=== button_conditioner ===
button_conditioner/metal_stack.png
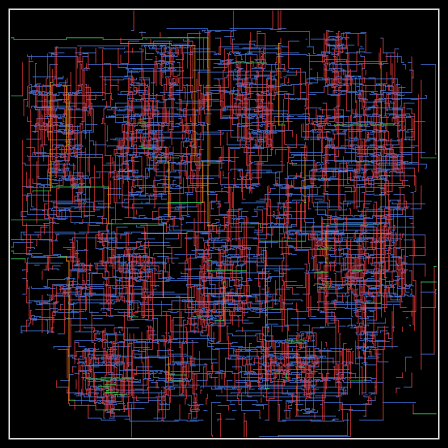

$ cat src/rtl/button_conditioner.sv
// -----------------------------------------------------------------------------
// button_conditioner
//
// Conditions N raw, active-high, asynchronous pushbuttons into clean control
// strobes for the game top level. Each button gets its own pipeline:
//   2-flop synchroniser -> counter debouncer -> registered level stage
//   -> press/release edge strobes -> optional auto-repeat engine.
//
// Bit order of every N-wide bus:
//   [0] clockwise, [1] anti_clkwise, [2] down, [3] left, [4] right, [5] select
//
// Parameters:
//   N            number of buttons
//   DB_CYCLES    cycles the synchronised input must hold a new value before
//                the debounced level follows it (>= 1)
//   REPEAT_DELAY cycles from a press strobe to the first auto-repeat (>= 2)
//   REPEAT_RATE  cycles between later auto-repeat strobes (>= 2)
//   REPEAT_MASK  per-button auto-repeat enable
//
// Ports:
//   clk          system clock
//   resetn       asynchronous active-low reset; clears all state
//   btn_raw      raw button inputs, asynchronous to clk
//   btn_level    debounced, registered button level
//   btn_press    one-cycle strobe per debounced press and per auto-repeat
//   btn_release  one-cycle strobe per debounced release
//
// Build option:
//   BTN_REPEAT_ACCEL_EN  when defined, a held repeating button switches to
//                        period REPEAT_RATE/2 (minimum 2) after 8 repeats.
// -----------------------------------------------------------------------------
module button_conditioner #(
  parameter int unsigned  N            = 6,
  parameter int unsigned  DB_CYCLES    = 1000000,
  parameter int unsigned  REPEAT_DELAY = 25000000,
  parameter int unsigned  REPEAT_RATE  = 5000000,
  parameter logic [N-1:0] REPEAT_MASK  = 6'b011100
) (
  input  logic         clk,
  input  logic         resetn,
  input  logic [N-1:0] btn_raw,
  output logic [N-1:0] btn_level,
  output logic [N-1:0] btn_press,
  output logic [N-1:0] btn_release
);

  localparam int unsigned DB_W    = $clog2(DB_CYCLES + 1);
  localparam int unsigned RPT_MAX = (REPEAT_DELAY > REPEAT_RATE) ? REPEAT_DELAY : REPEAT_RATE;
  localparam int unsigned RPT_W   = $clog2(RPT_MAX + 1);

  localparam logic [DB_W-1:0]  DB_LAST    = DB_W'(DB_CYCLES - 1);
  localparam logic [RPT_W-1:0] DELAY_LAST = RPT_W'(REPEAT_DELAY - 1);
  localparam logic [RPT_W-1:0] RATE_LAST  = RPT_W'(REPEAT_RATE - 1);

`ifdef BTN_REPEAT_ACCEL_EN
  localparam int unsigned      FAST_RATE  = ((REPEAT_RATE / 2) < 2) ? 2 : (REPEAT_RATE / 2);
  localparam logic [RPT_W-1:0] FAST_LAST  = RPT_W'(FAST_RATE - 1);
`endif

  typedef enum logic [1:0] {
    RPT_IDLE,
    RPT_DELAY,
    RPT_REPEAT
  } rpt_state_e;

  for (genvar i = 0; i < N; i++) begin : g_btn
    logic             sync1_q, sync2_q;
    logic [DB_W-1:0]  db_cnt_q, db_cnt_d;
    logic             stable_q, stable_d;
    logic             level_q, press_q, release_q;
    logic             rise, fall;
    rpt_state_e       state_q, state_d;
    logic [RPT_W-1:0] rpt_cnt_q, rpt_cnt_d;
    logic [RPT_W-1:0] period_last;
    logic             rpt_fire;
`ifdef BTN_REPEAT_ACCEL_EN
    logic [2:0]       acc_q, acc_d;
`endif

    // Debounce: count consecutive cycles of disagreement between the
    // synchronised input and the accepted level; any agreement restarts it.
    // NOTE: every variable assigned in always_comb gets a default first so no
    // path leaves it unassigned, which would otherwise infer a latch.
    always_comb begin
      db_cnt_d = '0;
      stable_d = stable_q;
      if (sync2_q != stable_q) begin
        if (db_cnt_q == DB_LAST) begin
          stable_d = sync2_q;
        end else begin
          db_cnt_d = db_cnt_q + DB_W'(1);
        end
      end
    end

    // Edges of the accepted level, seen one cycle before the registered
    // level moves, so the strobes line up with btn_level.
    assign rise = stable_q & ~level_q;
    assign fall = ~stable_q & level_q;

`ifdef BTN_REPEAT_ACCEL_EN
    // acc_q counts strobes issued from REPEAT (the DELAY strobe is not
    // counted), so saturation at 7 means 8 repeats have gone out in total.
    assign period_last = (acc_q == 3'd7) ? FAST_LAST : RATE_LAST;
`else
    assign period_last = RATE_LAST;
`endif

    // Auto-repeat engine. A debounced fall always wins over a counter
    // expiry in the same cycle, so no repeat lands on a release.
    always_comb begin
      state_d   = state_q;
      rpt_cnt_d = rpt_cnt_q;
      rpt_fire  = 1'b0;
`ifdef BTN_REPEAT_ACCEL_EN
      acc_d     = acc_q;
`endif
      case (state_q)
        RPT_IDLE: begin
          rpt_cnt_d = '0;
`ifdef BTN_REPEAT_ACCEL_EN
          acc_d     = '0;
`endif
          if (rise && REPEAT_MASK[i]) begin
            state_d = RPT_DELAY;
          end
        end
        RPT_DELAY: begin
          if (fall) begin
            state_d   = RPT_IDLE;
            rpt_cnt_d = '0;
          end else if (rpt_cnt_q == DELAY_LAST) begin
            rpt_fire  = 1'b1;
            rpt_cnt_d = '0;
            state_d   = RPT_REPEAT;
          end else begin
            rpt_cnt_d = rpt_cnt_q + RPT_W'(1);
          end
        end
        RPT_REPEAT: begin
          if (fall) begin
            state_d   = RPT_IDLE;
            rpt_cnt_d = '0;
          end else if (rpt_cnt_q == period_last) begin
            rpt_fire  = 1'b1;
            rpt_cnt_d = '0;
`ifdef BTN_REPEAT_ACCEL_EN
            if (acc_q != 3'd7) begin
              acc_d = acc_q + 3'd1;
            end
`endif
          end else begin
            rpt_cnt_d = rpt_cnt_q + RPT_W'(1);
          end
        end
        default: begin
          state_d   = RPT_IDLE;
          rpt_cnt_d = '0;
        end
      endcase
    end

    // NOTE: sequential state uses non-blocking assignments so every flop
    // samples the pre-edge values, which the synchroniser chain relies on.
    // All state, counters included, is cleared by reset so a held button
    // re-debounces from zero afterwards.
    always_ff @(posedge clk or negedge resetn) begin
      if (!resetn) begin
        sync1_q   <= 1'b0;
        sync2_q   <= 1'b0;
        db_cnt_q  <= '0;
        stable_q  <= 1'b0;
        level_q   <= 1'b0;
        press_q   <= 1'b0;
        release_q <= 1'b0;
        state_q   <= RPT_IDLE;
        rpt_cnt_q <= '0;
`ifdef BTN_REPEAT_ACCEL_EN
        acc_q     <= '0;
`endif
      end else begin
        sync1_q   <= btn_raw[i];
        sync2_q   <= sync1_q;
        db_cnt_q  <= db_cnt_d;
        stable_q  <= stable_d;
        level_q   <= stable_q;
        press_q   <= rise | rpt_fire;
        release_q <= fall;
        state_q   <= state_d;
        rpt_cnt_q <= rpt_cnt_d;
`ifdef BTN_REPEAT_ACCEL_EN
        acc_q     <= acc_d;
`endif
      end
    end

    assign btn_level[i]   = level_q;
    assign btn_press[i]   = press_q;
    assign btn_release[i] = release_q;
  end

endmodule
$ cat config.mk
export PLATFORM = sky130hd
export DESIGN_NAME = button_conditioner
export DESIGN_NICKNAME = d
export VERILOG_FILES = /design/src/rtl/button_conditioner.sv
export SDC_FILE = /design/constraint.sdc
export NUM_CORES = 1
export LEC_CHECK = 0
export ABC_AREA = 1
export CORE_MARGIN = 4
export CORE_UTILIZATION = 62
export CTS_BUF_LIST = sky130_fd_sc_hd__clkbuf_8 sky130_fd_sc_hd__clkbuf_16
export DETAILED_ROUTE_END_ITERATION = 8
export GPL_TIMING_DRIVEN = 0
export PLACE_DENSITY = 0.79
export RECOVER_POWER = 25
export SKIP_CTS_REPAIR_TIMING = 1
export SLEW_MARGIN = 20
export SYNTH_ARGS = -nofsm -noshare
export SYNTH_HDL_FRONTEND = slang
export SYNTH_SLANG_ARGS = --single-unit
$ cat constraint.sdc
create_clock -name clk -period 4.9 [get_ports clk]
set_clock_uncertainty 0.15 [all_clocks]
set_input_delay 0.735 -clock clk [delete_from_list [all_inputs] [get_ports clk]]
set_output_delay 0.735 -clock clk [all_outputs]
set_load 0.03 [all_outputs]
=== sdram_req_arbiter ===
$ cat src/rtl/sdram_pkg.sv
// Shared definitions for the SDRAM request arbiter: controller state codes,
// refresh threshold and the queued request record.
package sdram_pkg;

  // Controller state encodings observed by the arbiter
  localparam logic [4:0] IDLE      = 5'b00000;
  localparam logic [4:0] REF_START = 5'b00001;
  localparam logic [4:0] RD_ACT    = 5'b10000;
  localparam logic [4:0] RD_DONE   = 5'b10100;
  localparam logic [4:0] WR_ACT    = 5'b11000;

  // Refresh-due threshold; must agree with the controller
  localparam int REFRESH_THRESH = 519;

  // Request field widths carried through the FIFO
  localparam int REQ_ADDR_W = 22;
  localparam int REQ_DATA_W = 16;

  typedef struct packed {
    logic                  we;
    logic [REQ_ADDR_W-1:0] addr;
    logic [REQ_DATA_W-1:0] wdata;
  } sdram_req_t;

endpackage

$ cat src/rtl/sdram_req_fifo.sv
// Small synchronous request FIFO: head-of-queue output, full/empty flags.
// A push while full and a pop while empty are both ignored.
module sdram_req_fifo
  import sdram_pkg::*;
#(
  parameter int DEPTH = 4
) (
  input  logic       CLK,
  input  logic       RESET_N,
  input  logic       push,
  input  logic       pop,
  input  sdram_req_t din,
  output sdram_req_t head,
  output logic       full,
  output logic       empty
);

  localparam int PW = $clog2(DEPTH);

  sdram_req_t     mem [DEPTH];
  logic [PW-1:0]  wr_ptr;
  logic [PW-1:0]  rd_ptr;
  logic [PW:0]    count;
  logic           do_push;
  logic           do_pop;

  assign full    = (count == (PW+1)'(DEPTH));
  assign empty   = (count == '0);
  assign do_push = push && !full;
  assign do_pop  = pop && !empty;
  assign head    = mem[rd_ptr];

  // Pointer and occupancy update; reset empties the queue
  always_ff @(posedge CLK) begin
    if (!RESET_N) begin
      wr_ptr <= '0;
      rd_ptr <= '0;
      count  <= '0;
    end else begin
      if (do_push) wr_ptr <= wr_ptr + 1'b1;
      if (do_pop)  rd_ptr <= rd_ptr + 1'b1;
      case ({do_push, do_pop})
        2'b10:   count <= count + 1'b1;
        2'b01:   count <= count - 1'b1;
        default: count <= count;
      endcase
    end
  end

  // Entry storage
  // NOTE: storage is deliberately not reset; stale entries are unreachable
  // once the pointers and count clear, and skipping reset keeps it RAM-mappable.
  always_ff @(posedge CLK) begin
    if (do_push) mem[wr_ptr] <= din;
  end

endmodule

$ cat src/rtl/sdram_req_arbiter.sv
// Host-side request arbiter feeding the SDRAM controller FSM.
// Queues host requests, presents rd_enable/wr_enable from the queue head,
// holds command address/data stable, and returns read data.
// Optional build macro: SDRAM_ARB_STATS_EN adds stat_rd/stat_wr/stat_ref.
module sdram_req_arbiter
  import sdram_pkg::*;
#(
  parameter int ADDR_W         = 22,
  parameter int DATA_W         = 16,
  parameter int DEPTH          = 4,
  parameter int REFRESH_THRESH = sdram_pkg::REFRESH_THRESH
) (
  input  logic              CLK,
  input  logic              RESET_N,
  input  logic              req_valid,
  output logic              req_ready,
  input  logic              req_we,
  input  logic [ADDR_W-1:0] req_addr,
  input  logic [DATA_W-1:0] req_wdata,
  input  logic [4:0]        ctrl_state,
  output logic [9:0]        refresh_cnt,
  output logic              rd_enable,
  output logic              wr_enable,
  output logic [ADDR_W-1:0] cmd_addr,
  output logic [DATA_W-1:0] cmd_wdata,
  input  logic [DATA_W-1:0] dq_in,
`ifdef SDRAM_ARB_STATS_EN
  output logic [15:0]       stat_rd,
  output logic [15:0]       stat_wr,
  output logic [15:0]       stat_ref,
`endif
  output logic              rsp_valid,
  output logic [DATA_W-1:0] rsp_rdata
);

  // The queued record is defined once in the package; widths must agree.
  if (ADDR_W != REQ_ADDR_W || DATA_W != REQ_DATA_W) begin : g_width_check
    $error("sdram_req_arbiter: ADDR_W/DATA_W must match sdram_pkg request widths");
  end

  sdram_req_t din;
  sdram_req_t head;
  logic       full;
  logic       empty;
  logic       pop_req;
  logic [4:0] prev_state;

  assign din       = '{we: req_we, addr: req_addr, wdata: req_wdata};
  assign req_ready = !full;
  assign rd_enable = !empty && !head.we;
  assign wr_enable = !empty &&  head.we;

  // A command is consumed when the controller first leaves IDLE into an activate
  assign pop_req = ((ctrl_state == RD_ACT) || (ctrl_state == WR_ACT)) &&
                   (prev_state == IDLE);

  sdram_req_fifo #(.DEPTH(DEPTH)) u_fifo (
    .CLK     (CLK),
    .RESET_N (RESET_N),
    .push    (req_valid && req_ready),
    .pop     (pop_req),
    .din     (din),
    .head    (head),
    .full    (full),
    .empty   (empty)
  );

  // Controller state history, refresh age, command latch and read return
  // NOTE: all registered state uses non-blocking assignment so every flop
  // samples pre-edge values regardless of statement order.
  always_ff @(posedge CLK) begin
    if (!RESET_N) begin
      prev_state  <= IDLE;
      refresh_cnt <= '0;
      cmd_addr    <= '0;
      cmd_wdata   <= '0;
      rsp_valid   <= 1'b0;
      rsp_rdata   <= '0;
    end else begin
      prev_state <= ctrl_state;

      if (ctrl_state == REF_START)   refresh_cnt <= '0;
      else if (refresh_cnt != '1)    refresh_cnt <= refresh_cnt + 1'b1;

      if (ctrl_state == IDLE && !empty) begin
        cmd_addr  <= head.addr;
        cmd_wdata <= head.wdata;
      end

      rsp_valid <= (ctrl_state == RD_DONE);
      if (ctrl_state == RD_DONE) rsp_rdata <= dq_in;
    end
  end

`ifdef SDRAM_ARB_STATS_EN
  // Saturating activity counters: pops by type and refresh entries
  always_ff @(posedge CLK) begin
    if (!RESET_N) begin
      stat_rd  <= '0;
      stat_wr  <= '0;
      stat_ref <= '0;
    end else begin
      if (pop_req && !empty && !head.we && stat_rd != '1) stat_rd <= stat_rd + 1'b1;
      if (pop_req && !empty &&  head.we && stat_wr != '1) stat_wr <= stat_wr + 1'b1;
      if (ctrl_state == REF_START && prev_state != REF_START && stat_ref != '1)
        stat_ref <= stat_ref + 1'b1;
    end
  end
`endif

  // Popping an empty queue means the controller started a command unasked
  a_no_empty_pop: assert property (@(posedge CLK) disable iff (!RESET_N)
    pop_req |-> !empty)
    else $error("sdram_req_arbiter: pop requested with empty request FIFO");

endmodule

$ cat config.mk
export PLATFORM = sky130hd
export DESIGN_NAME = sdram_req_arbiter
export DESIGN_NICKNAME = d
export VERILOG_FILES = /design/src/rtl/sdram_pkg.sv /design/src/rtl/sdram_req_fifo.sv /design/src/rtl/sdram_req_arbiter.sv
export SDC_FILE = /design/constraint.sdc
export NUM_CORES = 1
export LEC_CHECK = 0
export CORE_UTILIZATION = 30
export DETAILED_ROUTE_END_ITERATION = 8
export HOLD_SLACK_MARGIN = 0.03
export PLACE_DENSITY = 0.56
export SYNTH_ARGS = -nofsm -noshare
export SYNTH_HDL_FRONTEND = slang
export SYNTH_SLANG_ARGS = --single-unit
$ cat constraint.sdc
create_clock -name CLK -period 2.17 [get_ports CLK]
set_input_delay 0.217 -clock CLK [delete_from_list [all_inputs] [get_ports CLK]]
set_output_delay 0.217 -clock CLK [all_outputs]
set_load 0.02 [all_outputs]
=== tess_factor_arb ===
`src/rtl/tess_factor_arb.sv`:
```
// tess_factor_arb
//   N_REQ hull-stage requesters share one fixed-latency tessellation-factor
//   unit. A round-robin arbiter issues at most one patch per cycle. The
//   requester ID travels alongside the patch through a tag pipe, and each
//   result is parked in a first-word-fall-through skid FIFO. A credit scheme
//   (FIFO slots minus stored results minus in-flight patches) makes sure a
//   returning result always has a slot, because the factor unit cannot stall.
//
// Ports
//   clk, rst_n        clock, synchronous active-low reset
//   req_valid/ready   per-requester patch handshake (ready is one-hot)
//   req_coords        per-requester x0,y0..x3,y3; requester i in slice i
//   tf_valid/coords   registered issue to the shared factor unit
//   tf_done/factors   result from the unit, TF_LAT cycles after tf_valid
//   out_valid/ready   result handshake toward the primitive generator
//   out_id/factors    owning requester and its outer0..3, inner0..1
//
// Optional feature: define TESS_ARB_STATS_EN to add the saturating counters
//   stat_issued, stat_credit_stall and stat_out_stall.
module tess_factor_arb #(
    parameter int N_REQ   = 4,
    parameter int COORD_W = 16,
    parameter int TF_W    = 8,
    parameter int TF_LAT  = 2,
    parameter int FIFO_D  = 4
) (
    input  logic                               clk,
    input  logic                               rst_n,
    input  logic [N_REQ-1:0]                   req_valid,
    input  logic [N_REQ*8*COORD_W-1:0]         req_coords,
    output logic [N_REQ-1:0]                   req_ready,
    output logic                               tf_valid,
    output logic [8*COORD_W-1:0]               tf_coords,
    input  logic                               tf_done,
    input  logic [6*TF_W-1:0]                  tf_factors,
    output logic                               out_valid,
    input  logic                               out_ready,
    output logic [$clog2(N_REQ)-1:0]           out_id,
    output logic [6*TF_W-1:0]                  out_factors
`ifdef TESS_ARB_STATS_EN
    ,
    output logic [31:0]                        stat_issued,
    output logic [31:0]                        stat_credit_stall,
    output logic [31:0]                        stat_out_stall
`endif
);

    localparam int ID_W = $clog2(N_REQ);
    localparam int AW   = $clog2(FIFO_D);
    localparam int CW   = AW + 1;
    localparam int PW   = 8 * COORD_W;
    localparam int FW   = 6 * TF_W;

    // Arbitration
    logic [ID_W-1:0]  rr_q, rr_d;
    logic [ID_W-1:0]  gnt_id;
    logic             gnt_any;
    logic             credit_ok;
    logic             hs;

    // Issue stage and tag pipe
    logic             tf_valid_q;
    logic [PW-1:0]    tf_coords_q;
    logic [ID_W-1:0]  iss_id_q;
    logic             tag_v_q  [TF_LAT];
    logic [ID_W-1:0]  tag_id_q [TF_LAT];
    logic [TF_LAT:0]  drain_q;

    // Result FIFO and credit bookkeeping
    logic [ID_W-1:0]  mem_id [FIFO_D];
    logic [FW-1:0]    mem_f  [FIFO_D];
    logic [AW-1:0]    wr_ptr_q, rd_ptr_q;
    logic [CW-1:0]    cnt_q, cnt_d;
    logic [CW-1:0]    infl_q, infl_d;
    logic             empty, full, pop, push, done_v;

    assign empty  = (cnt_q == '0);
    assign full   = (cnt_q == CW'(FIFO_D));
    assign pop    = !empty && out_ready;
    assign done_v = tf_done && tag_v_q[TF_LAT-1];
    assign push   = done_v && (!full || pop);

    // A same-cycle pop frees one slot, so it counts as an extra credit.
    assign credit_ok = ({1'b0, cnt_q} + {1'b0, infl_q}) <
                       ((CW+1)'(FIFO_D) + (CW+1)'(pop));

    always_comb begin
        int unsigned idx;
        idx     = 0;
        gnt_any = 1'b0;
        gnt_id  = '0;
        for (int unsigned k = 0; k < N_REQ; k++) begin
            idx = int'(rr_q) + k;
            if (idx >= N_REQ) idx = idx - N_REQ;
            if (!gnt_any && req_valid[ID_W'(idx)]) begin
                gnt_any = 1'b1;
                gnt_id  = ID_W'(idx);
            end
        end
    end

    assign hs        = gnt_any && credit_ok && rst_n;
    assign req_ready = hs ? (N_REQ'(1) << gnt_id) : '0;
    assign rr_d      = hs ? ((gnt_id == ID_W'(N_REQ - 1)) ? '0 : gnt_id + 1'b1) : rr_q;

    assign cnt_d  = cnt_q + CW'(push) - CW'(pop);
    assign infl_d = infl_q + CW'(hs) - CW'(done_v);

    always_ff @(posedge clk) begin
        if (!rst_n) begin
            rr_q        <= '0;
            tf_valid_q  <= 1'b0;
            tf_coords_q <= '0;
            iss_id_q    <= '0;
            for (int unsigned k = 0; k < TF_LAT; k++) begin
                tag_v_q[k]  <= 1'b0;
                tag_id_q[k] <= '0;
            end
            // Results of patches issued before reset may still come back;
            // this window marks them as expected-and-ignored.
            drain_q     <= '1;
            wr_ptr_q    <= '0;
            rd_ptr_q    <= '0;
            cnt_q       <= '0;
            infl_q      <= '0;
        end else begin
            rr_q       <= rr_d;
            tf_valid_q <= hs;
            if (hs) begin
                tf_coords_q <= req_coords[int'(gnt_id)*PW +: PW];
                iss_id_q    <= gnt_id;
            end
            tag_v_q[0]  <= tf_valid_q;
            tag_id_q[0] <= iss_id_q;
            for (int unsigned k = 1; k < TF_LAT; k++) begin
                tag_v_q[k]  <= tag_v_q[k-1];
                tag_id_q[k] <= tag_id_q[k-1];
            end
            drain_q <= drain_q >> 1;
            if (push) wr_ptr_q <= wr_ptr_q + 1'b1;
            if (pop)  rd_ptr_q <= rd_ptr_q + 1'b1;
            cnt_q  <= cnt_d;
            infl_q <= infl_d;
        end
    end

    // Storage needs no reset; out_* are forced to zero while empty.
    always_ff @(posedge clk) begin
        if (push) begin
            mem_id[wr_ptr_q] <= tag_id_q[TF_LAT-1];
            mem_f[wr_ptr_q]  <= tf_factors;
        end
    end

    assign tf_valid    = tf_valid_q;
    assign tf_coords   = tf_coords_q;
    assign out_valid   = !empty;
    assign out_id      = empty ? '0 : mem_id[rd_ptr_q];
    assign out_factors = empty ? '0 : mem_f[rd_ptr_q];

`ifdef TESS_ARB_STATS_EN
    logic [31:0] st_iss_q, st_cred_q, st_out_q;
    logic        no_credit;

    assign no_credit = ({1'b0, cnt_q} + {1'b0, infl_q}) == (CW+1)'(FIFO_D);

    always_ff @(posedge clk) begin
        if (!rst_n) begin
            st_iss_q  <= '0;
            st_cred_q <= '0;
            st_out_q  <= '0;
        end else begin
            if (hs && st_iss_q != '1)
                st_iss_q <= st_iss_q + 1'b1;
            if (|req_valid && no_credit && st_cred_q != '1)
                st_cred_q <= st_cred_q + 1'b1;
            if (!empty && !out_ready && st_out_q != '1)
                st_out_q <= st_out_q + 1'b1;
        end
    end

    assign stat_issued       = st_iss_q;
    assign stat_credit_stall = st_cred_q;
    assign stat_out_stall    = st_out_q;
`endif

    a_no_overflow: assert property (@(posedge clk) disable iff (!rst_n)
        !(done_v && full && !pop));

    a_no_orphan_done: assert property (@(posedge clk) disable iff (!rst_n)
        tf_done |-> (tag_v_q[TF_LAT-1] || (|drain_q)));

endmodule
```
`config.mk`:
```
export PLATFORM = sky130hd
export DESIGN_NAME = tess_factor_arb
export DESIGN_NICKNAME = d
export VERILOG_FILES = /design/src/rtl/tess_factor_arb.sv
export SDC_FILE = /design/constraint.sdc
export NUM_CORES = 1
export LEC_CHECK = 0
export CORE_AREA = 2 2 296 298
export CTS_BUF_LIST = sky130_fd_sc_hd__clkbuf_4
export CTS_CLUSTER_DIAMETER = 30
export DETAILED_ROUTE_END_ITERATION = 6
export DIE_AREA = 0 0 298 300
export PLACE_DENSITY = 0.44
export SYNTH_ARGS = -nofsm -noshare
export SYNTH_HDL_FRONTEND = slang
export SYNTH_SLANG_ARGS = --single-unit
```
`constraint.sdc`:
```
create_clock -name clk -period 4.6 [get_ports clk]
set_clock_uncertainty 0.1 [all_clocks]
set_input_delay 1.38 -clock clk [delete_from_list [all_inputs] [get_ports clk]]
set_output_delay 1.38 -clock clk [all_outputs]
set_load 0.01 [all_outputs]
```
=== multicycle_control ===
## src/rtl/multicycle_control.sv

```systemverilog
// Moore control FSM for a multicycle RV32 subset datapath (lw/sw/R/I/beq/jal),
// with a memory-wait watchdog and a sticky error state.
module multicycle_control #(
  parameter int MEM_TIMEOUT = 15
) (
  input  logic       clk,
  input  logic       rst_n,
  input  logic [6:0] opcode,
  input  logic       mem_ready,
  output logic       pc_write,
  output logic       ir_write,
  output logic       mem_read,
  output logic       mem_write,
  output logic       reg_write,
  output logic       adr_src,
  output logic [1:0] alu_src_a,
  output logic [1:0] alu_src_b,
  output logic [1:0] ALUOp_out,
  output logic [1:0] result_src,
  output logic [3:0] state_out,
  output logic       err
);

  localparam int CW = (MEM_TIMEOUT < 1) ? 1 : $clog2(MEM_TIMEOUT + 1);

  localparam logic [6:0] OP_LW  = 7'b0000011;
  localparam logic [6:0] OP_SW  = 7'b0100011;
  localparam logic [6:0] OP_R   = 7'b0110011;
  localparam logic [6:0] OP_I   = 7'b0010011;
  localparam logic [6:0] OP_BEQ = 7'b1100011;
  localparam logic [6:0] OP_JAL = 7'b1101111;

  typedef enum logic [3:0] {
    FETCH    = 4'd0,
    DECODE   = 4'd1,
    MEMADR   = 4'd2,
    MEMREAD  = 4'd3,
    MEMWB    = 4'd4,
    MEMWRITE = 4'd5,
    EXECR    = 4'd6,
    EXECI    = 4'd7,
    ALUWB    = 4'd8,
    BEQ      = 4'd9,
    JAL      = 4'd10,
    ERROR    = 4'd15
  } state_t;

  state_t        state_r;
  state_t        state_next_s;
  logic [CW-1:0] wait_cnt_r;
  logic          err_r;
  logic          wait_state_s;
  logic          timeout_s;
  logic          pc_write_s, ir_write_s, mem_read_s, mem_write_s, reg_write_s;

  // Next-state logic; a memory handshake arriving on the timeout cycle still wins.
  always_comb begin
    wait_state_s = (state_r == FETCH) || (state_r == MEMREAD) || (state_r == MEMWRITE);
    timeout_s    = wait_state_s && !mem_ready && (wait_cnt_r == CW'(MEM_TIMEOUT));
    state_next_s = state_r;
    case (state_r)
      FETCH: begin
        if (timeout_s)      state_next_s = ERROR;
        else if (mem_ready) state_next_s = DECODE;
        else                state_next_s = FETCH;
      end
      DECODE: begin
        case (opcode)
          OP_LW, OP_SW: state_next_s = MEMADR;
          OP_R:         state_next_s = EXECR;
          OP_I:         state_next_s = EXECI;
          OP_BEQ:       state_next_s = BEQ;
          OP_JAL:       state_next_s = JAL;
          default:      state_next_s = ERROR;
        endcase
      end
      MEMADR: begin
        if (opcode == OP_LW) state_next_s = MEMREAD;
        else                 state_next_s = MEMWRITE;
      end
      MEMREAD: begin
        if (timeout_s)      state_next_s = ERROR;
        else if (mem_ready) state_next_s = MEMWB;
        else                state_next_s = MEMREAD;
      end
      MEMWRITE: begin
        if (timeout_s)      state_next_s = ERROR;
        else if (mem_ready) state_next_s = FETCH;
        else                state_next_s = MEMWRITE;
      end
      MEMWB, ALUWB, BEQ: state_next_s = FETCH;
      EXECR, EXECI, JAL: state_next_s = ALUWB;
      ERROR:             state_next_s = ERROR;
      default:           state_next_s = ERROR;
    endcase
  end

  // State, wait counter and sticky error flag.
  always_ff @(posedge clk or negedge rst_n) begin
    if (!rst_n) begin
      state_r    <= FETCH;
      wait_cnt_r <= '0;
      err_r      <= 1'b0;
    end else begin
      state_r <= state_next_s;
      err_r   <= err_r || (state_next_s == ERROR);
      if (state_next_s != state_r)       wait_cnt_r <= '0;
      else if (wait_state_s && !mem_ready) wait_cnt_r <= wait_cnt_r + 1'b1;
      else                               wait_cnt_r <= '0;
    end
  end

  // Moore output decode from the state register; unlisted outputs stay 0.
  always_comb begin
    pc_write_s  = 1'b0;
    ir_write_s  = 1'b0;
    mem_read_s  = 1'b0;
    mem_write_s = 1'b0;
    reg_write_s = 1'b0;
    adr_src     = 1'b0;
    alu_src_a   = 2'b00;
    alu_src_b   = 2'b00;
    ALUOp_out   = 2'b00;
    result_src  = 2'b00;
    case (state_r)
      FETCH: begin
        mem_read_s = 1'b1;
        ir_write_s = mem_ready;
        pc_write_s = mem_ready;
        alu_src_b  = 2'b10;
        result_src = 2'b10;
      end
      DECODE: begin
        alu_src_a = 2'b01;
        alu_src_b = 2'b01;
      end
      MEMADR: begin
        alu_src_a = 2'b10;
        alu_src_b = 2'b01;
      end
      MEMREAD: begin
        mem_read_s = 1'b1;
        adr_src    = 1'b1;
      end
      MEMWB: begin
        result_src  = 2'b01;
        reg_write_s = 1'b1;
      end
      MEMWRITE: begin
        mem_write_s = 1'b1;
        adr_src     = 1'b1;
      end
      EXECR: begin
        alu_src_a = 2'b10;
        ALUOp_out = 2'b10;
      end
      EXECI: begin
        alu_src_a = 2'b10;
        alu_src_b = 2'b01;
        ALUOp_out = 2'b10;
      end
      ALUWB: reg_write_s = 1'b1;
      BEQ: begin
        alu_src_a  = 2'b10;
        ALUOp_out  = 2'b01;
        pc_write_s = 1'b1;
      end
      JAL: begin
        alu_src_a  = 2'b01;
        alu_src_b  = 2'b10;
        pc_write_s = 1'b1;
      end
      ERROR:   pc_write_s = 1'b0;
      default: pc_write_s = 1'b0;
    endcase
  end

  // FETCH enables follow live mem_ready, so they are held off while reset is asserted.
  assign pc_write  = pc_write_s  & rst_n;
  assign ir_write  = ir_write_s  & rst_n;
  assign mem_read  = mem_read_s  & rst_n;
  assign mem_write = mem_write_s & rst_n;
  assign reg_write = reg_write_s & rst_n;
  assign state_out = state_r;
  assign err       = err_r;

endmodule

```

## config.mk

```make
export PLATFORM = sky130hd
export DESIGN_NAME = multicycle_control
export DESIGN_NICKNAME = d
export VERILOG_FILES = /design/src/rtl/multicycle_control.sv
export SDC_FILE = /design/constraint.sdc
export NUM_CORES = 1
export LEC_CHECK = 0
export CORE_MARGIN = 5
export CORE_UTILIZATION = 49
export CTS_BUF_LIST = sky130_fd_sc_hd__clkbuf_2
export CTS_CLUSTER_SIZE = 28
export DETAILED_ROUTE_END_ITERATION = 10
export GPL_ROUTABILITY_DRIVEN = 0
export HOLD_SLACK_MARGIN = 0.1
export PLACE_DENSITY_LB_ADDON = 0.1
export SKIP_CTS_REPAIR_TIMING = 1
export SLEW_MARGIN = 20
export SYNTH_ARGS = -nofsm -noshare
export SYNTH_HDL_FRONTEND = slang
export SYNTH_SLANG_ARGS = --single-unit
```

## constraint.sdc

```tcl
create_clock -name clk -period 3.4 [get_ports clk]
set_clock_uncertainty 0.1 [all_clocks]
set_input_delay 0.34 -clock clk [delete_from_list [all_inputs] [get_ports clk]]
set_output_delay 0.34 -clock clk [all_outputs]
set_load 0.01 [all_outputs]
```


==> screenshots <==
Placed cells, one color a class.
(a)
Bar = 100 microns.
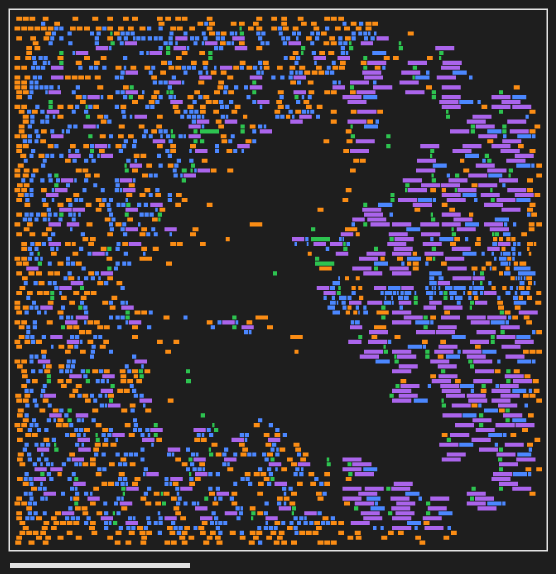
(b)
Bar = 20 microns.
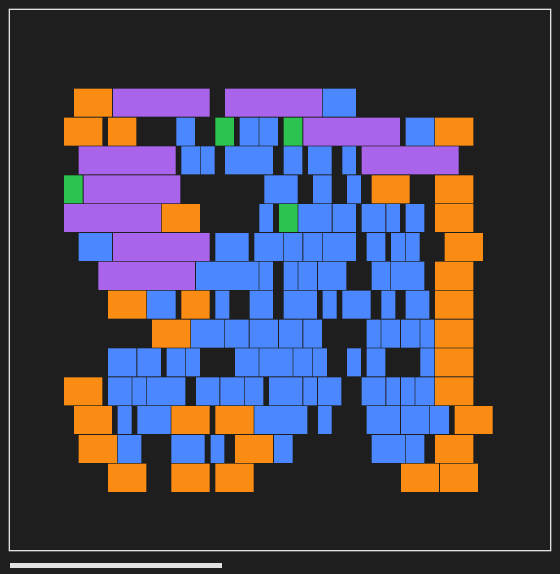
(c)
Bar = 50 microns.
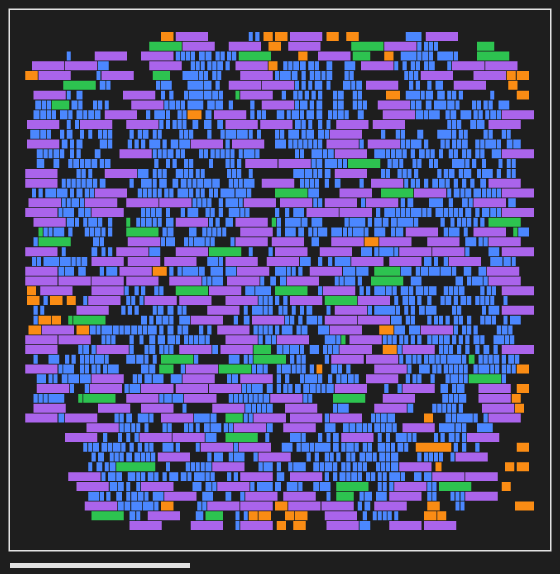
(d)
Bar = 50 microns.
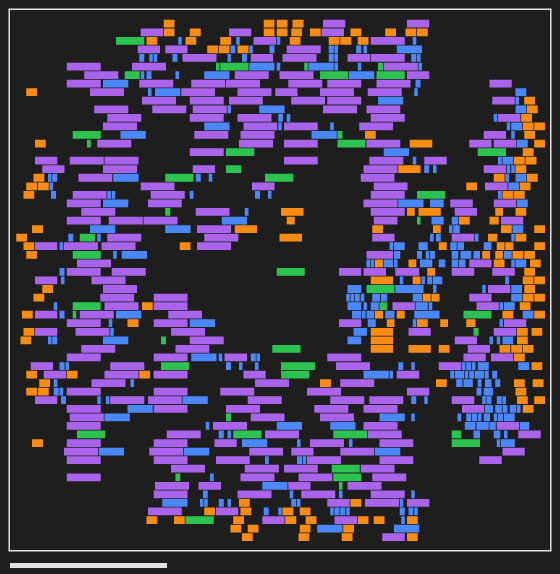
- (b) = multicycle_control
- (d) = sdram_req_arbiter
- (c) = button_conditioner
- (a) = tess_factor_arb
- fewest cells: (b)

Key to (d):
legend:
  purple:
    class: flops
    cells: 235
    share_of_their_area: 57%
  green:
    class: clock drivers and dummy loads
    cells: 45
    share_of_their_area: 7.3%
  blue:
    class: all other logic
    cells: 288
    share_of_their_area: 21%
  orange:
    class: other buffers and delay cells
    cells: 160
    share_of_their_area: 15%

button_conditioner/pdn.png
Bar = 50 microns. Pins as bars on the die edge.
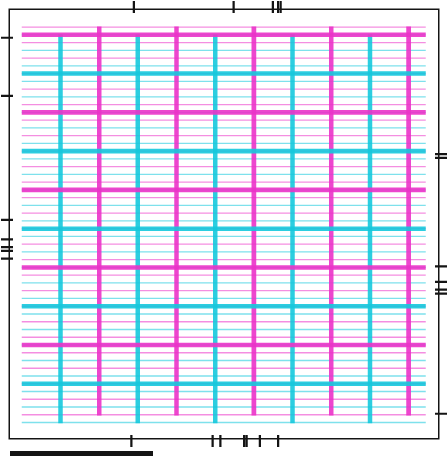
legend:
  magenta:
    net: VDD
  cyan:
    net: VSS
met4 straps: 10
rows: 51
met5 straps: 10
met1 rails: 52
signal pins: 26
die height: 150 microns
die width: 150 microns

## Picture notes: button_conditioner/metal_stack.png
legend:
  green:
    layer: met3
    wire_length: 695 microns
  blue:
    layer: met1
    wire_length: 11000 microns
  orange:
    layer: met4
    wire_length: 591 microns
  red:
    layer: met2
    wire_length: 11600 microns
total number of vias: 9938
DR WL/cell: 12.3 microns

==> metrics.cfg, button_conditioner <==
[die]
rows=51
chip_area_sq_um=22500
ios=26

[setup_path]
slowest_stage=clkbuf_2
worst-path-buf-inv=3

[global_routing]
antenna_found_initial=0

[placement]
pre_cts_ws_ns=2.76

[clocking]
cts_tree=done
clkTransAtPathRegs_ns=0.06
clk_path_buf_depth=3

[final_timing]
maxSlewHeadroom_pct=-29.1
max_freq_ghz=0.386
maxSlewViolCount=80

[flow_run]
max_cap_viol_count=1

[power_and_ir_drop]
fin_total_pwr_w=0.00402

[final_layout]
fin_util_pct=71.4
layout.cells.non_filler=1939

[synthesis]
synth-xor-area-share_pct=7.69
yosys.area.top_type=dfrtp_1

[outcome]
outcome=finished, violations left
violations=max-capacitance violations, max-slew violations

[button_conditioner: per-layer routing]
layer	vias to the layer above	GRT usage, %	part of all wire [%]
met2	167	37.9	49
li1	5094	-	-
met3	45	2.77	2.9
met1	4632	30.5	46
met5	-	0	0
met4	0	6.59	2.5
[button_conditioner: layout make-up]
cell class	count	area [sq um]
fillers	1548	5620
flip-flops and latches	237	5930
multi-input cells	1130	5610
clock buffers	35	786
well taps	265	332
clock inverters	12	96.3
plain buffers	25	208
repair buffers	27	288
inverters	208	781
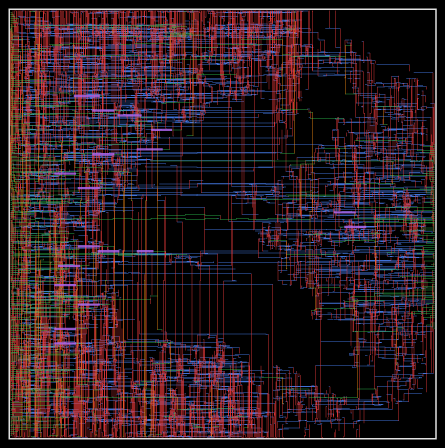
tess_factor_arb/metal_stack.png
legend:
  red:
    layer: met2
    wire_length: 45.9 mm
  blue:
    layer: met1
    wire_length: 36.0 mm
  purple:
    layer: met5
    wire_length: 251 microns
  green:
    layer: met3
    wire_length: 7600 microns
  orange:
    layer: met4
    wire_length: 4290 microns
DR WL/cell: 26.7 microns
final WL: 94000 microns
total global-route track usage: 20.2%

==> metrics.cfg, tess_factor_arb <==
[outcome]
outcome=completed

[synthesis]
synthesis.nets=2086
synth-simple-area-share_pct=6.91
synth.top_cell.area_share_pct=34.4
top_cells_by_area=edfxtp_1 34%, dfxtp_1 17%, a211oi_1 11%
synth-xor-area-share_pct=0.351
yosys.area.top_type=edfxtp_1

[global_routing]
antenna_found_initial=57
use_met3_pct=7.16
grt_pass1_wl_microns=129000

[setup_path]
cp_top_family=buffers and inverters

[detailed_routing]
ant_nets=0
highest-signal-layer=met5

[power_and_ir_drop]
switching_share_pct=38.9

[placement]
pre_cts_ws_ns=-0.361

==> tess_factor_arb: worst paths after layout <==
check,from,endpoint,slack [ns],cells past startpoint
worst max-delay path,req_valid[3],req_ready[0],0.08,8
worst min-delay path,tag_id_q[0][0]$_SDFF_PN0_,tag_id_q[0][2]$_SDFF_PN0_,0.34,1
worst max register to register,rr_q[0]$_SDFFE_PN0P_,tf_coords[60]$_SDFFE_PN0P_,1.29,8
worst min register to register,tag_id_q[0][0]$_SDFF_PN0_,tag_id_q[0][2]$_SDFF_PN0_,0.34,1
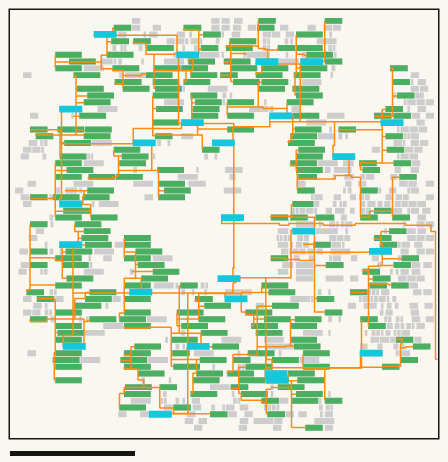
sdram_req_arbiter/clock_map.png
Bar = 50 microns.
legend:
  cyan:
    item: cells driving clock nets
    count: 25
  green:
    item: flip-flops
    count: 235
  orange:
    item: clock wires
    length: 2720 microns
routed clock nets: 26
clk pwr: 0.00408 W
Worst Skew: 0.0112 ns

==> metrics.cfg, sdram_req_arbiter <==
[setup_path]
worstSetupPathType=flip-flop to flip-flop
cp_max_fo=2
cp-start-kind=flip-flop

[final_layout]
clock_area_share_pct=6.98
drive_above_1_share_pct=17.2
inverters=8
seqCellArea_sq_um=6270
flop-count=235

[final_timing]
rsz0062_at_grt=yes
maxSlewHeadroom_pct=57.5
hold_violations=0
fin_crit_ns=2.13

[placement]
dp.cells=1061
place.gp.congestion=0.766

[synthesis]
yosysMostFrequentCell=edfxtp_1
postSynthSeqShare_pct=72.6
synth.top_cell.area_share_pct=54.3
ys_sh_mux_pct=12.5
synthesis.nets=618

[power_and_ir_drop]
p_int_w=0.00769
comb_power_share_pct=5.8

[outcome]
outcome=completed

[worst_hold_path]
min_path_cells=3

[detailed_routing]
firstDrtPassIters=6
post_drt_wl_per_cell_microns=16.7

-- sdram_req_arbiter: metal layers --
layer,wire (microns),share of wire [%],global-route usage [%],vias up
met5,0,0,0,-
met4,497,2.7,4.43,0
met3,1130,6.1,2.88,35
met2,9000,49,22.4,149
met1,7860,43,14.9,2494
li1,-,-,-,2366
-- sdram_req_arbiter: registers in the layout, indices dropped and copies added, names as in the netlist, named ones only --
name,cells
cmd_addr,22
cmd_wdata,16
prev_state,5
refresh_cnt,10
rsp_rdata,16
rsp_valid,1
u_fifo.count,3
u_fifo.mem,156
u_fifo.rd_ptr,2
u_fifo.wr_ptr,2
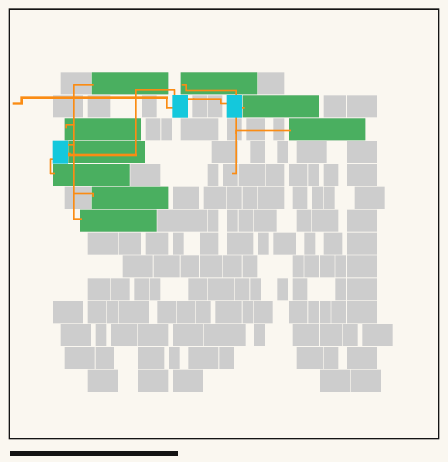
multicycle_control/clock_map.png
Bar = 20 microns.
legend:
  green:
    item: flip-flops
    count: 9
  cyan:
    item: cells driving clock nets
    count: 3
  orange:
    item: clock wires
    length: 106 microns
routed clock nets: 4
clock share of power: 33.1%
clk pwr: 0.0000637 W

==> metrics.cfg, multicycle_control <==
[outcome]
outcome=completed

[power_and_ir_drop]
switching_share_pct=24.1
power_density_nw_per_um2=174

[die]
initCoreUtil_pct=53.2

[clocking]
clkTransAtPathRegs_ns=0.09

[synthesis]
synth_cell_types=39
yosys_cells=108

[setup_path]
r2r_slack_ns=1.39

[placement]
dp.cells=145
pre_cts_ws_ns=0.871

[detailed_routing]
drt-total-wl_microns=2060
initialDrtViolationCount=26
ant_nets=0
dr_total_vias=882

[final_layout]
layout.cells.non_filler=149

==> multicycle_control: final cells by class <==
| type | instances | area (sq um) | area share [%] |
|---|---|---|---|
| sequential | 9 | 225 | 20.3 |
| multi-input combinational | 86 | 532 | 48.0 |
| timing repair buffer | 30 | 295 | 26.7 |
| clock inverter | 1 | 5.00 | 0.452 |
| clock buffer | 3 | 15.0 | 1.36 |
| tap | 16 | 20.0 | 1.81 |
| inverter | 4 | 15.0 | 1.36 |
==> multicycle_control: registers in the layout, indices dropped and copies added (netlist names) <==
register,cells
state_out,4
wait_cnt_r,4
err,1


==> gallery <==
Supply network.
panel A
Bar = 50 microns. Pins as bars on the die edge.
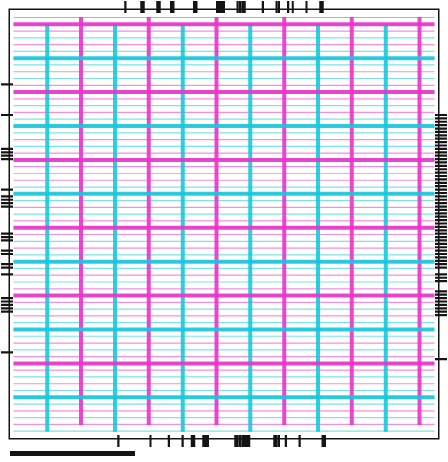
panel B
Bar = 20 microns. Pins as bars on the die edge.
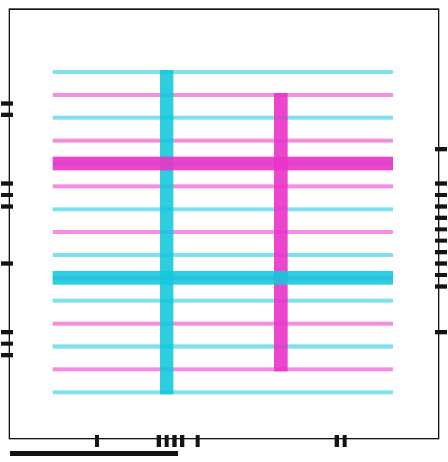
panel C
Bar = 100 microns. Pins as bars on the die edge.
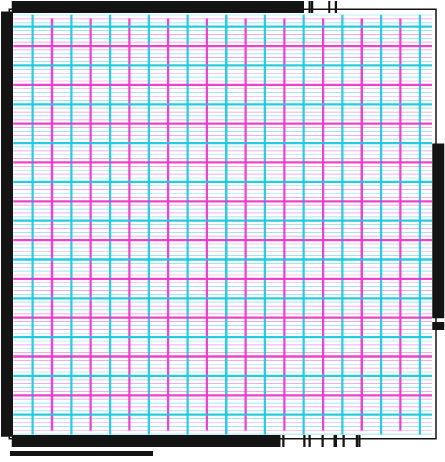
| picture | from |
|---|---|
| panel B | multicycle_control |
| panel A | sdram_req_arbiter |
| panel C | tess_factor_arb |
- most pins: panel C

Key to panel B:
legend:
  magenta:
    net: VDD
  cyan:
    net: VSS
signal pins: 29
met5 straps: 2
rows: 14

Power is estimated from default activity; no workload was simulated.
